######## sync_fifo_param_flat ########
==> src/rtl/fifo_pkg.sv <==
// Shared constants and width helpers for the single-clock FIFO family.
package fifo_pkg;

  // Defaults shared with the original 16-bit x 64 FIFO top.
  localparam int unsigned DefWidth = 16;
  localparam int unsigned DefDepth = 64;

  // Read-mode selector values for the FWFT parameter.
  localparam int unsigned MODE_STD  = 0;
  localparam int unsigned MODE_FWFT = 1;

  // Pointer width for a power-of-two depth.
  function automatic int unsigned addr_width(input int unsigned depth);
    return $clog2(depth);
  endfunction

  // Fill-level width: one extra bit so the value DEPTH itself is representable.
  function automatic int unsigned count_width(input int unsigned depth);
    return $clog2(depth) + 1;
  endfunction

endpackage

==> src/rtl/sync_fifo_param_if.sv <==
// Producer/consumer-side signal bundle of sync_fifo_param.
interface sync_fifo_param_if
  import fifo_pkg::*;
#(
  parameter int unsigned WIDTH = DefWidth,
  parameter int unsigned DEPTH = DefDepth
);
  localparam int unsigned CW = count_width(DEPTH);

  logic             clr;
  logic             w_en;
  logic [WIDTH-1:0] data_in;
  logic             r_en;
  logic [WIDTH-1:0] data_out;
  logic             full;
  logic             empty;
  logic             almost_full;
  logic             almost_empty;
  logic [CW-1:0]    count;
  logic             overflow;
  logic             underflow;

  // User side: drives requests, observes data and status.
  modport master (
    output clr, w_en, data_in, r_en,
    input  data_out, full, empty, almost_full, almost_empty, count, overflow, underflow
  );

  // FIFO side.
  modport slave (
    input  clr, w_en, data_in, r_en,
    output data_out, full, empty, almost_full, almost_empty, count, overflow, underflow
  );
endinterface

==> src/rtl/fifo_mem_1clk.sv <==
// WIDTH x DEPTH register array: one synchronous write port, one asynchronous read port.
module fifo_mem_1clk
  import fifo_pkg::*;
#(
  parameter int unsigned WIDTH = DefWidth,
  parameter int unsigned DEPTH = DefDepth,
  localparam int unsigned AW   = addr_width(DEPTH)
) (
  input  logic             clk,
  input  logic             we,
  input  logic [AW-1:0]    waddr,
  input  logic [WIDTH-1:0] wdata,
  input  logic [AW-1:0]    raddr,
  output logic [WIDTH-1:0] rdata
);

  logic [WIDTH-1:0] mem_q [DEPTH];

  // Write port; contents are deliberately not reset.
  always_ff @(posedge clk) begin
    if (we) begin
      mem_q[waddr] <= wdata;
    end
  end

  assign rdata = mem_q[raddr];

endmodule

==> src/rtl/sync_fifo_param.sv <==
// Single-clock parametrised FIFO with standard/FWFT read modes, fill level,
// almost-full/empty thresholds, sticky error flags and synchronous flush.
module sync_fifo_param
  import fifo_pkg::*;
#(
  parameter int unsigned WIDTH    = DefWidth,
  parameter int unsigned DEPTH    = DefDepth,
  parameter int unsigned FWFT     = MODE_STD,
  parameter int unsigned AF_LEVEL = DEPTH - 4,
  parameter int unsigned AE_LEVEL = 4
) (
  input logic              clk,
  input logic              rst_n,
  sync_fifo_param_if.slave bus
);

  localparam int unsigned AW = addr_width(DEPTH);
  localparam int unsigned CW = count_width(DEPTH);

  logic [AW-1:0]    wr_ptr_q, wr_ptr_d;
  logic [AW-1:0]    rd_ptr_q, rd_ptr_d;
  logic [CW-1:0]    count_q, count_d;
  logic             full_q, full_d;
  logic             empty_q, empty_d;
  logic             af_q, af_d;
  logic             ae_q, ae_d;
  logic             ovf_q, ovf_d;
  logic             udf_q, udf_d;
  logic             rd_acc, wr_acc;
  logic             mem_we;
  logic [WIDTH-1:0] rd_data;

  // Acceptance rules and next-state pointers, count and flags.
  always_comb begin
    rd_acc   = bus.r_en & ~empty_q;
    // A full FIFO still takes a write when a read frees a slot on the same edge.
    wr_acc   = bus.w_en & (~full_q | rd_acc);
    wr_ptr_d = wr_ptr_q;
    rd_ptr_d = rd_ptr_q;
    count_d  = count_q;
    if (wr_acc) begin
      wr_ptr_d = wr_ptr_q + 1'b1;
    end
    if (rd_acc) begin
      rd_ptr_d = rd_ptr_q + 1'b1;
    end
    if (wr_acc && !rd_acc) begin
      count_d = count_q + 1'b1;
    end else if (rd_acc && !wr_acc) begin
      count_d = count_q - 1'b1;
    end
    full_d  = (count_d == CW'(DEPTH));
    empty_d = (count_d == '0);
    af_d    = (count_d >= CW'(AF_LEVEL));
    ae_d    = (count_d <= CW'(AE_LEVEL));
    ovf_d   = ovf_q | (bus.w_en & ~wr_acc);
    udf_d   = udf_q | (bus.r_en & ~rd_acc);
  end

  // Control state; reset and flush return to empty, flush has priority over access.
  always_ff @(posedge clk) begin
    if (!rst_n || bus.clr) begin
      wr_ptr_q <= '0;
      rd_ptr_q <= '0;
      count_q  <= '0;
      full_q   <= 1'b0;
      empty_q  <= 1'b1;
      af_q     <= 1'b0;
      ae_q     <= 1'b1;
      ovf_q    <= 1'b0;
      udf_q    <= 1'b0;
    end else begin
      wr_ptr_q <= wr_ptr_d;
      rd_ptr_q <= rd_ptr_d;
      count_q  <= count_d;
      full_q   <= full_d;
      empty_q  <= empty_d;
      af_q     <= af_d;
      ae_q     <= ae_d;
      ovf_q    <= ovf_d;
      udf_q    <= udf_d;
    end
  end

  // Writes landing on a reset or flush edge are dropped.
  assign mem_we = wr_acc & rst_n & ~bus.clr;

  fifo_mem_1clk #(
    .WIDTH (WIDTH),
    .DEPTH (DEPTH)
  ) u_mem (
    .clk   (clk),
    .we    (mem_we),
    .waddr (wr_ptr_q),
    .wdata (bus.data_in),
    .raddr (rd_ptr_q),
    .rdata (rd_data)
  );

  if (FWFT == MODE_FWFT) begin : g_fwft
    // Head of queue is always presented; meaningless while empty.
    assign bus.data_out = rd_data;
  end else begin : g_std
    logic [WIDTH-1:0] data_out_q;

    // Registered read data: loads on an accepted read, holds across flush.
    always_ff @(posedge clk) begin
      if (!rst_n) begin
        data_out_q <= '0;
      end else if (!bus.clr && rd_acc) begin
        data_out_q <= rd_data;
      end
    end

    assign bus.data_out = data_out_q;
  end

  assign bus.full         = full_q;
  assign bus.empty        = empty_q;
  assign bus.almost_full  = af_q;
  assign bus.almost_empty = ae_q;
  assign bus.count        = count_q;
  assign bus.overflow     = ovf_q;
  assign bus.underflow    = udf_q;

endmodule

==> src/flat_wrapper.sv <==
// flat-port wrapper written by rule: the top's interface ports become plain ports
module sync_fifo_param_flat import fifo_pkg::*;
#(
  parameter int unsigned WIDTH    = DefWidth,
  parameter int unsigned DEPTH    = DefDepth,
  parameter int unsigned FWFT     = MODE_STD,
  parameter int unsigned AF_LEVEL = DEPTH - 4,
  parameter int unsigned AE_LEVEL = 4
)
  (clk, rst_n, bus_clr, bus_w_en, bus_data_in, bus_r_en, bus_data_out, bus_full, bus_empty, bus_almost_full, bus_almost_empty, bus_count, bus_overflow, bus_underflow);
  sync_fifo_param_if #(.WIDTH(WIDTH), .DEPTH(DEPTH)) bus_i ();
  input logic clk;
  input logic rst_n;
  input wire logic [$bits(bus_i.clr)-1:0] bus_clr;
  input wire logic [$bits(bus_i.w_en)-1:0] bus_w_en;
  input wire logic [$bits(bus_i.data_in)-1:0] bus_data_in;
  input wire logic [$bits(bus_i.r_en)-1:0] bus_r_en;
  output wire logic [$bits(bus_i.data_out)-1:0] bus_data_out;
  output wire logic [$bits(bus_i.full)-1:0] bus_full;
  output wire logic [$bits(bus_i.empty)-1:0] bus_empty;
  output wire logic [$bits(bus_i.almost_full)-1:0] bus_almost_full;
  output wire logic [$bits(bus_i.almost_empty)-1:0] bus_almost_empty;
  output wire logic [$bits(bus_i.count)-1:0] bus_count;
  output wire logic [$bits(bus_i.overflow)-1:0] bus_overflow;
  output wire logic [$bits(bus_i.underflow)-1:0] bus_underflow;
  assign bus_i.clr = bus_clr;
  assign bus_i.w_en = bus_w_en;
  assign bus_i.data_in = bus_data_in;
  assign bus_i.r_en = bus_r_en;
  assign bus_data_out = bus_i.data_out;
  assign bus_full = bus_i.full;
  assign bus_empty = bus_i.empty;
  assign bus_almost_full = bus_i.almost_full;
  assign bus_almost_empty = bus_i.almost_empty;
  assign bus_count = bus_i.count;
  assign bus_overflow = bus_i.overflow;
  assign bus_underflow = bus_i.underflow;
  sync_fifo_param #(.WIDTH(WIDTH), .DEPTH(DEPTH), .FWFT(FWFT), .AF_LEVEL(AF_LEVEL), .AE_LEVEL(AE_LEVEL)) u_core (.clk(clk), .rst_n(rst_n), .bus(bus_i));
endmodule
==> config.mk <==
export PLATFORM = sky130hd
export DESIGN_NAME = sync_fifo_param_flat
export DESIGN_NICKNAME = d
export VERILOG_FILES = /design/src/rtl/fifo_pkg.sv /design/src/rtl/sync_fifo_param_if.sv /design/src/rtl/fifo_mem_1clk.sv /design/src/rtl/sync_fifo_param.sv /design/src/flat_wrapper.sv
export SDC_FILE = /design/constraint.sdc
export NUM_CORES = 1
export LEC_CHECK = 0
export ABC_AREA = 0
export CAP_MARGIN = 20
export CORE_ASPECT_RATIO = 1.5
export CORE_MARGIN = 5
export CORE_UTILIZATION = 50
export CTS_CLUSTER_DIAMETER = 50
export DETAILED_ROUTE_END_ITERATION = 10
export PLACE_DENSITY = 0.66
export SLEW_MARGIN = 0
export SYNTH_ARGS = -nofsm -noshare
export SYNTH_HDL_FRONTEND = slang
export SYNTH_SLANG_ARGS = --single-unit
==> constraint.sdc <==
create_clock -name clk -period 3.2 [get_ports clk]
set_input_delay 0.48 -clock clk [delete_from_list [all_inputs] [get_ports clk]]
set_output_delay 0.48 -clock clk [all_outputs]
set_load 0.005 [all_outputs]
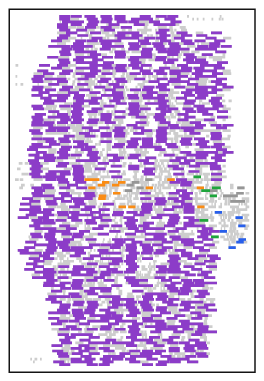
(sync_fifo_param_flat/ff_map.png)
Drawn at 1 px/um.
legend:
  blue:
    netlist_name: `u_core.bus.count`
    placed_flops: 7
    where: east
  orange:
    netlist_name: `u_core.bus.data_out`
    placed_flops: 16
  purple:
    netlist_name: `u_core.u_mem.mem_q`
    placed_flops: 1024
    where: all over the die
  green:
    netlist_name: `u_core.rd_ptr_q`
    placed_flops: 6
    where: east
fraction of area in registers: 66.4%
total sequential power: 15.3 mW
end-of-flow core utilization: 57.9%
sequential cell area: 31600 um2

==> flow.log <==
[flow] summary of implementation run
[metrics] outcome: finished, final reports clean
[metrics] fraction of layout instances using a drive strength above 1: 22.7%
[metrics] list of most frequent post-synthesis cells: 1024 x sky130_fd_sc_hd__edfxtp_1, 209 x sky130_fd_sc_hd__mux2i_1, 144 x sky130_fd_sc_hd__mux4_2
[metrics] Critical Path Source Type: register
[metrics] CP Cell Sequence: buf_12 -> buf_12 -> buf_4 -> mux2i_1 -> o22ai_1 -> nor4_1 -> buf_4 -> a211oi_1 -> a211o_1
[metrics] antenna fix cells: 2
[metrics] die height: 361 um
[metrics] Max Fanout on Critical Path: 26
[metrics] YS chip area: 41200 um2
[metrics] clock latency on the worst-skew pair: 0.68 ns
[metrics] Yosys top cell by instances: sky130_fd_sc_hd__edfxtp_1
[metrics] Net Sw Frac: 19.9%
[metrics] Non-Clock Buffer Count: 250
[metrics] most used routing layer: met2
[metrics] cell total in the yosys stat output: 2123
[metrics] average via count per standard cell: 6.24
[metrics] proportion of synthesized flip-flops having asynchronous set or reset: 0%
[metrics] detailed-routing iteration count for the pre-antenna-repair pass: 5
[metrics] final wirelength: 107 mm
[metrics] slew at the pin with the worst max-slew slack: 1.05 ns
[metrics] Syn-to-layout area delta: 15.6%
[metrics] flop2flop setup slack: 0.36 ns
[metrics] Multiplexer share: 13.0%
[metrics] proportion of netlist area held by the largest area contributor: 74.7%
sequential cells by signal (all words and copies together) (netlist names):
signal / flops
u_core.bus.underflow: 1
u_core.bus.almost_empty: 1
u_core.bus.count: 7
u_core.bus.full: 1
u_core.bus.almost_full: 1
u_core.wr_ptr_q: 6
u_core.u_mem.mem_q: 1024
u_core.rd_ptr_q: 6
u_core.bus.data_out: 16
u_core.bus.empty: 1
u_core.bus.overflow: 1
logic make-up after synthesis:
family	Yosys count
AND/OR/NAND/NOR	266
adder cells (fa/ha/maj)	4
multiplexers	353
XOR/XNOR	11
AND-OR/OR-AND	294
buffers and inverters	130
flip-flops	1065
stage by stage:
step | setup TNS (ns) | power (mW) | setup WS [ns] | area (um2) | cells
after global placement | -0.706 | 16.2 | -0.0244 | 44200 | 3295
after detailed placement | 0 | 16.2 | 0.0286 | 44200 | 3295
after CTS | 0 | 28.2 | 0.342 | 47600 | 3472
final | 0 | 28.0 | 0.362 | 47600 | 3474
after global routing | 0 | 28.8 | 0.204 | 47600 | 3472
after floorplan | 0 | 15.8 | 0.427 | 41200 | 2123

######## alu_md ########
===== config.mk =====
export PLATFORM = sky130hd
export DESIGN_NAME = alu_md
export DESIGN_NICKNAME = d
export VERILOG_FILES = /design/src/rtl/alu_md.sv
export SDC_FILE = /design/constraint.sdc
export NUM_CORES = 1
export LEC_CHECK = 0
export CAP_MARGIN = 20
export CORE_ASPECT_RATIO = 1.5
export CORE_MARGIN = 1.5
export CORE_UTILIZATION = 40
export DETAILED_ROUTE_END_ITERATION = 8
export HOLD_SLACK_MARGIN = 0.06
export PLACE_DENSITY = 0.56
export SLEW_MARGIN = 10
export SYNTH_ARGS = -nofsm -noshare
export SYNTH_HDL_FRONTEND = slang
export SYNTH_SLANG_ARGS = --single-unit
export TNS_END_PERCENT = 5

===== constraint.sdc =====
create_clock -name clk -period 6 [get_ports clk]
set_clock_uncertainty 0.1 [all_clocks]
set_input_delay 1.2 -clock clk [delete_from_list [all_inputs] [get_ports clk]]
set_output_delay 1.2 -clock clk [all_outputs]
set_load 0.02 [all_outputs]

===== src/rtl/alu_md.sv =====
// Multi-cycle RV32-style ALU: one-cycle base operations plus the RV32M
// multiply/divide set on an iterative shift-add / restoring-divide core.
module alu_md #(
    parameter int XLEN = 32
) (
    input  logic            clk,
    input  logic            rst,
    input  logic            in_valid,
    output logic            in_ready,
    input  logic [XLEN-1:0] reg1,
    input  logic [XLEN-1:0] reg2,
    input  logic [4:0]      ALUsel,
    output logic            out_valid,
    input  logic            out_ready,
    output logic [XLEN-1:0] ALUresult,
    output logic            busy
);

    localparam int CW = $clog2(XLEN);
    localparam logic [1:0] S_IDLE = 2'd0;
    localparam logic [1:0] S_CALC = 2'd1;
    localparam logic [1:0] S_DONE = 2'd2;
    localparam logic [XLEN-1:0] ALL_ONES = {XLEN{1'b1}};
    localparam logic [XLEN-1:0] ZERO     = {XLEN{1'b0}};
    localparam logic [XLEN-1:0] ONE      = {{(XLEN-1){1'b0}}, 1'b1};
    localparam logic [XLEN-1:0] MIN_NEG  = {1'b1, {(XLEN-1){1'b0}}};

    logic [1:0]      state_q, state_d;
    logic [CW-1:0]   cnt_q, cnt_d;
    logic [XLEN-1:0] hi_q, hi_d;
    logic [XLEN-1:0] lo_q, lo_d;
    logic [XLEN-1:0] opb_q, opb_d;
    logic [2:0]      op_q, op_d;
    logic            neg_res_q, neg_res_d;
    logic            neg_rem_q, neg_rem_d;
    logic [XLEN-1:0] result_q, result_d;

    logic [XLEN:0]     mul_sum_s;
    logic [XLEN:0]     div_sh_s;
    logic [XLEN:0]     div_diff_s;
    logic [XLEN-1:0]   step_hi_s;
    logic [XLEN-1:0]   step_lo_s;
    logic [2*XLEN-1:0] prod_s;
    logic [XLEN-1:0]   quo_s;
    logic [XLEN-1:0]   rem_s;
    logic [XLEN-1:0]   final_s;
    logic              signed_div_s;
    logic              mul_sa_s;
    logic              mul_sb_s;

    function automatic logic [XLEN-1:0] mag(input logic [XLEN-1:0] v, input logic is_signed);
        if (is_signed && v[XLEN-1]) begin
            mag = -v;
        end else begin
            mag = v;
        end
    endfunction

    function automatic logic [XLEN-1:0] base_op(input logic [4:0] sel,
                                                input logic [XLEN-1:0] a,
                                                input logic [XLEN-1:0] b);
        case (sel)
            5'b00000: base_op = a & b;
            5'b00001: base_op = a | b;
            5'b00010: base_op = a + b;
            5'b00011: base_op = b << 12;
            5'b00110: base_op = a - b;
            5'b00111: base_op = (a < b) ? ONE : ZERO;
            5'b01000: base_op = ($signed(a) < $signed(b)) ? ONE : ZERO;
            5'b01100: base_op = ~(a | b);
            default:  base_op = ZERO;
        endcase
    endfunction

    assign in_ready  = (state_q == S_IDLE) && !rst;
    assign out_valid = (state_q == S_DONE);
    assign busy      = (state_q == S_CALC);
    assign ALUresult = result_q;

    // One iteration of the shared core; hi holds partial product / remainder, lo the multiplier / quotient.
    always_comb begin
        mul_sum_s  = {1'b0, hi_q} + (lo_q[0] ? {1'b0, opb_q} : {(XLEN+1){1'b0}});
        div_sh_s   = {hi_q, lo_q[XLEN-1]};
        div_diff_s = div_sh_s - {1'b0, opb_q};
        if (op_q[2]) begin
            if (!div_diff_s[XLEN]) begin
                step_hi_s = div_diff_s[XLEN-1:0];
                step_lo_s = {lo_q[XLEN-2:0], 1'b1};
            end else begin
                step_hi_s = div_sh_s[XLEN-1:0];
                step_lo_s = {lo_q[XLEN-2:0], 1'b0};
            end
        end else begin
            step_hi_s = mul_sum_s[XLEN:1];
            step_lo_s = {mul_sum_s[0], lo_q[XLEN-1:1]};
        end
        prod_s = neg_res_q ? -{step_hi_s, step_lo_s} : {step_hi_s, step_lo_s};
        quo_s  = neg_res_q ? -step_lo_s : step_lo_s;
        rem_s  = neg_rem_q ? -step_hi_s : step_hi_s;
        if (op_q[2]) begin
            final_s = op_q[1] ? rem_s : quo_s;
        end else if (op_q == 3'b000) begin
            final_s = prod_s[XLEN-1:0];
        end else begin
            final_s = prod_s[2*XLEN-1:XLEN];
        end
    end

    // Next-state, operand capture and result selection.
    always_comb begin
        state_d      = state_q;
        cnt_d        = cnt_q;
        hi_d         = hi_q;
        lo_d         = lo_q;
        opb_d        = opb_q;
        op_d         = op_q;
        neg_res_d    = neg_res_q;
        neg_rem_d    = neg_rem_q;
        result_d     = result_q;
        signed_div_s = ~ALUsel[0];
        mul_sa_s     = (ALUsel[2:0] == 3'b001) || (ALUsel[2:0] == 3'b010);
        mul_sb_s     = (ALUsel[2:0] == 3'b001);
        case (state_q)
            S_IDLE: begin
                if (in_valid) begin
                    if (ALUsel[4:3] == 2'b10) begin
                        op_d = ALUsel[2:0];
                        if (ALUsel[2]) begin
                            // Divide-by-zero and signed overflow resolve immediately.
                            if (reg2 == ZERO) begin
                                result_d = ALUsel[1] ? reg1 : ALL_ONES;
                                state_d  = S_DONE;
                            end else if (signed_div_s && (reg1 == MIN_NEG) && (reg2 == ALL_ONES)) begin
                                result_d = ALUsel[1] ? ZERO : reg1;
                                state_d  = S_DONE;
                            end else begin
                                neg_res_d = signed_div_s & (reg1[XLEN-1] ^ reg2[XLEN-1]);
                                neg_rem_d = signed_div_s & reg1[XLEN-1];
                                lo_d      = mag(reg1, signed_div_s);
                                opb_d     = mag(reg2, signed_div_s);
                                hi_d      = ZERO;
                                cnt_d     = CW'(XLEN - 1);
                                state_d   = S_CALC;
                            end
                        end else begin
                            neg_res_d = (mul_sa_s & reg1[XLEN-1]) ^ (mul_sb_s & reg2[XLEN-1]);
                            neg_rem_d = 1'b0;
                            opb_d     = mag(reg1, mul_sa_s);
                            lo_d      = mag(reg2, mul_sb_s);
                            hi_d      = ZERO;
                            cnt_d     = CW'(XLEN - 1);
                            state_d   = S_CALC;
                        end
                    end else begin
                        result_d = base_op(ALUsel, reg1, reg2);
                        state_d  = S_DONE;
                    end
                end else begin
                    state_d = S_IDLE;
                end
            end
            S_CALC: begin
                hi_d = step_hi_s;
                lo_d = step_lo_s;
                if (cnt_q == {CW{1'b0}}) begin
                    result_d = final_s;
                    state_d  = S_DONE;
                end else begin
                    cnt_d = cnt_q - CW'(1);
                end
            end
            S_DONE: begin
                if (out_ready) begin
                    state_d = S_IDLE;
                end else begin
                    state_d = S_DONE;
                end
            end
            default: begin
                state_d = S_IDLE;
            end
        endcase
    end

    // State and datapath registers with synchronous reset.
    always_ff @(posedge clk) begin
        if (rst) begin
            state_q   <= S_IDLE;
            cnt_q     <= {CW{1'b0}};
            hi_q      <= ZERO;
            lo_q      <= ZERO;
            opb_q     <= ZERO;
            op_q      <= 3'b000;
            neg_res_q <= 1'b0;
            neg_rem_q <= 1'b0;
            result_q  <= ZERO;
        end else begin
            state_q   <= state_d;
            cnt_q     <= cnt_d;
            hi_q      <= hi_d;
            lo_q      <= lo_d;
            opb_q     <= opb_d;
            op_q      <= op_d;
            neg_res_q <= neg_res_d;
            neg_rem_q <= neg_rem_d;
            result_q  <= result_d;
        end
    end

endmodule


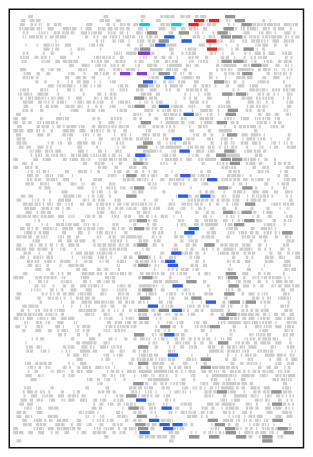
(alu_md/ff_map.png)
Drawn at 1.5 px/um.
legend:
  purple:
    netlist_name: `op_q`
    placed_flops: 3
  blue:
    netlist_name: `ALUresult`
    placed_flops: 32
    where: a column down the middle
  red:
    netlist_name: `cnt_q`
    placed_flops: 5
  cyan:
    netlist_name: `state_q`
    placed_flops: 2
sequential cell area: 2810 um2
fraction of area in registers: 10.9%

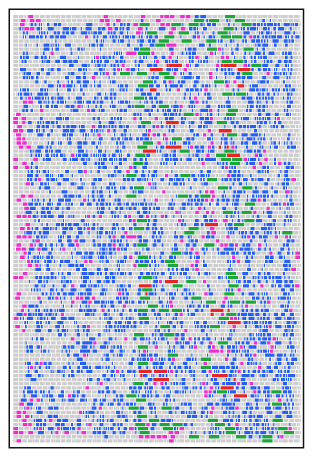
(alu_md/class_map.png)
Drawn at 1.5 px/um. Fill, decap, tap and diode cells in gray.
legend:
  blue:
    class: remaining logic cells
    cells: 2899
  magenta:
    class: remaining buffers and delay cells
    cells: 357
  green:
    class: registers
    cells: 140
  red:
    class: clock drivers and dummy loads
    cells: 32
end-of-flow core utilization: 47.1%
area of the placeable core: 54800 um2
final design area excluding fillers: 25800 um2
number of placement rows: 105

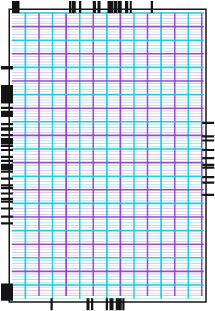
(alu_md/floorplan.png)
Drawn at 1 px/um. Pins as bars on the die edge.
legend:
  cyan:
    net: VSS
  purple:
    net: VDD
met4 straps: 14
met5 straps: 21
die height: 291 um
peak supply drop: 174 uV
overall die width: 195 um

==> flow.log <==
[flow] summary of implementation run
[metrics] NetSw: 1.83 mW
[metrics] Hold Path Stages: 2
[metrics] vias: 26400
[metrics] clock tree from TritonCTS: yes
[metrics] kind of path behind the tightest hold check: register to register
[metrics] top cells by area, synth: sky130_fd_sc_hd__dfxtp_1 13%, sky130_fd_sc_hd__ha_1 9.4%, sky130_fd_sc_hd__xnor2_1 6.9%
[metrics] max-slew violation count: 0
[metrics] inverter count of the layout excluding clock inverters: 165
[metrics] Logic cell area: 17900 um2
[metrics] Slowest-stage cell, CP: sky130_fd_sc_hd__o41ai_1
[metrics] final worst-path cycle share: 96.3%
[metrics] post-synthesis share of cell area spent on and-or and or-and gates: 32.6%
[metrics] signal buffers share of area: 11.6%
[metrics] fraction of layout instances using a drive strength above 1: 10.7%
[metrics] fin crit period: 5.78 ns
[metrics] Non-Clock Buffer Count: 357
[metrics] buffers and inverters on the worst path: 0
[metrics] total number of yosys warnings: 0
[metrics] chip area: 56900 um2
[metrics] required time of the worst setup path: 6.26 ns
[metrics] FF+latch count: 140
[metrics] library cell used as clock root buffer: sky130_fd_sc_hd__clkbuf_16
[metrics] outcome: finished, final reports clean
[metrics] total routing usage reported by global routing: 37.8%
[metrics] part of the total power dissipated in sequential elements: 24.3%
## power by group through the flow
stage / combinational, mW / sequential (mW) / clock [mW]
after floorplan: 1.21 / 1.04 / 0
after global placement: 2.06 / 1.06 / 0
after detailed placement: 2.06 / 1.06 / 0
after CTS: 2.07 / 1.04 / 1.13
after global routing: 2.25 / 1.04 / 1.16
final: 2.12 / 1.04 / 1.13
## worst paths after layout
kind	startpoint	end	slack [ns]
max reg2reg	lo_q[0]	ALUresult[27]	0.22
min	ALUresult[7]	ALUresult[7]	0.36
min reg2reg	ALUresult[7]	ALUresult[7]	0.36
max	lo_q[0]	ALUresult[27]	0.22
## through the flow
step	setup WS (ns)	hold slack, ns	TNS [ns]
floorplan	1.09	0.340	0
global placement	-0.484	0.343	-0.484
detailed placement	-0.448	0.346	-0.448
CTS	0.0357	0.363	0
global route	0.0269	0.387	0
finish	0.224	0.360	0
## routing by layer
metal / GRT usage, % / part of all wire, % / wire length (um)
met4: 26.8 / 8.2 / 9060
met1: 43.0 / 38 / 42100
met3: 3.93 / 5.7 / 6260
met5: 0 / 0 / 0
met2: 65.9 / 48 / 52900


==> gallery <==
Routing congestion.
shot_01.png
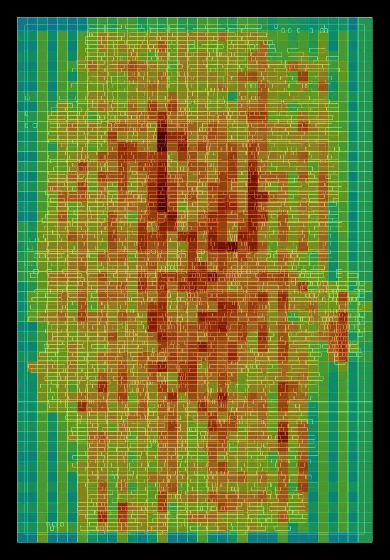
shot_02.png
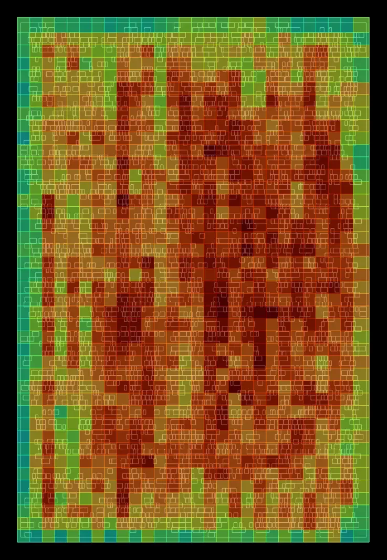
alu_md is shot_02.png.
sync_fifo_param_flat is shot_01.png.
The one with the highest track usage is shot_02.png.
The one with the highest utilization is shot_01.png.


==> notes/layouts.md <==
Pictures saved along the way, in no particular order.

Clock network drawn from the DEF.
Plate I
Drawn at 1.5 px/um.
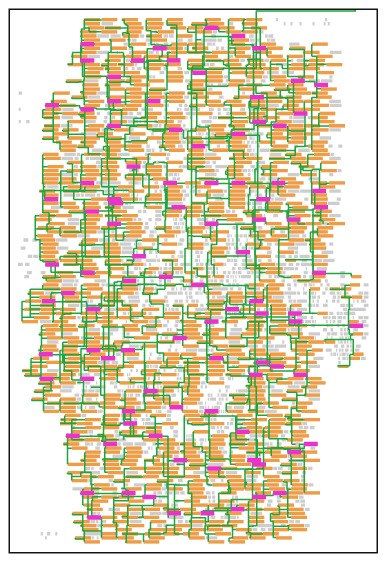
Plate II
Drawn at 2 px/um.
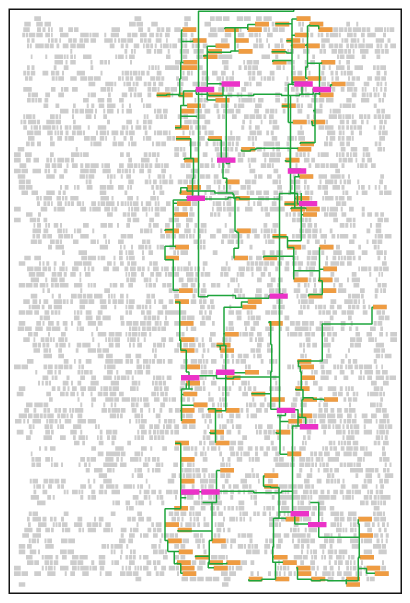
Plate I comes from sync_fifo_param_flat.
Plate II comes from alu_md.
- most sequential cells: Plate I

Key to Plate II:
legend:
  green:
    item: clock wires
    length: 2480 um
  magenta:
    item: clock-net drivers
    count: 17
  orange:
    item: flip-flops
    count: 140
routed clock nets: 18

Power is estimated from default activity; no workload was simulated.
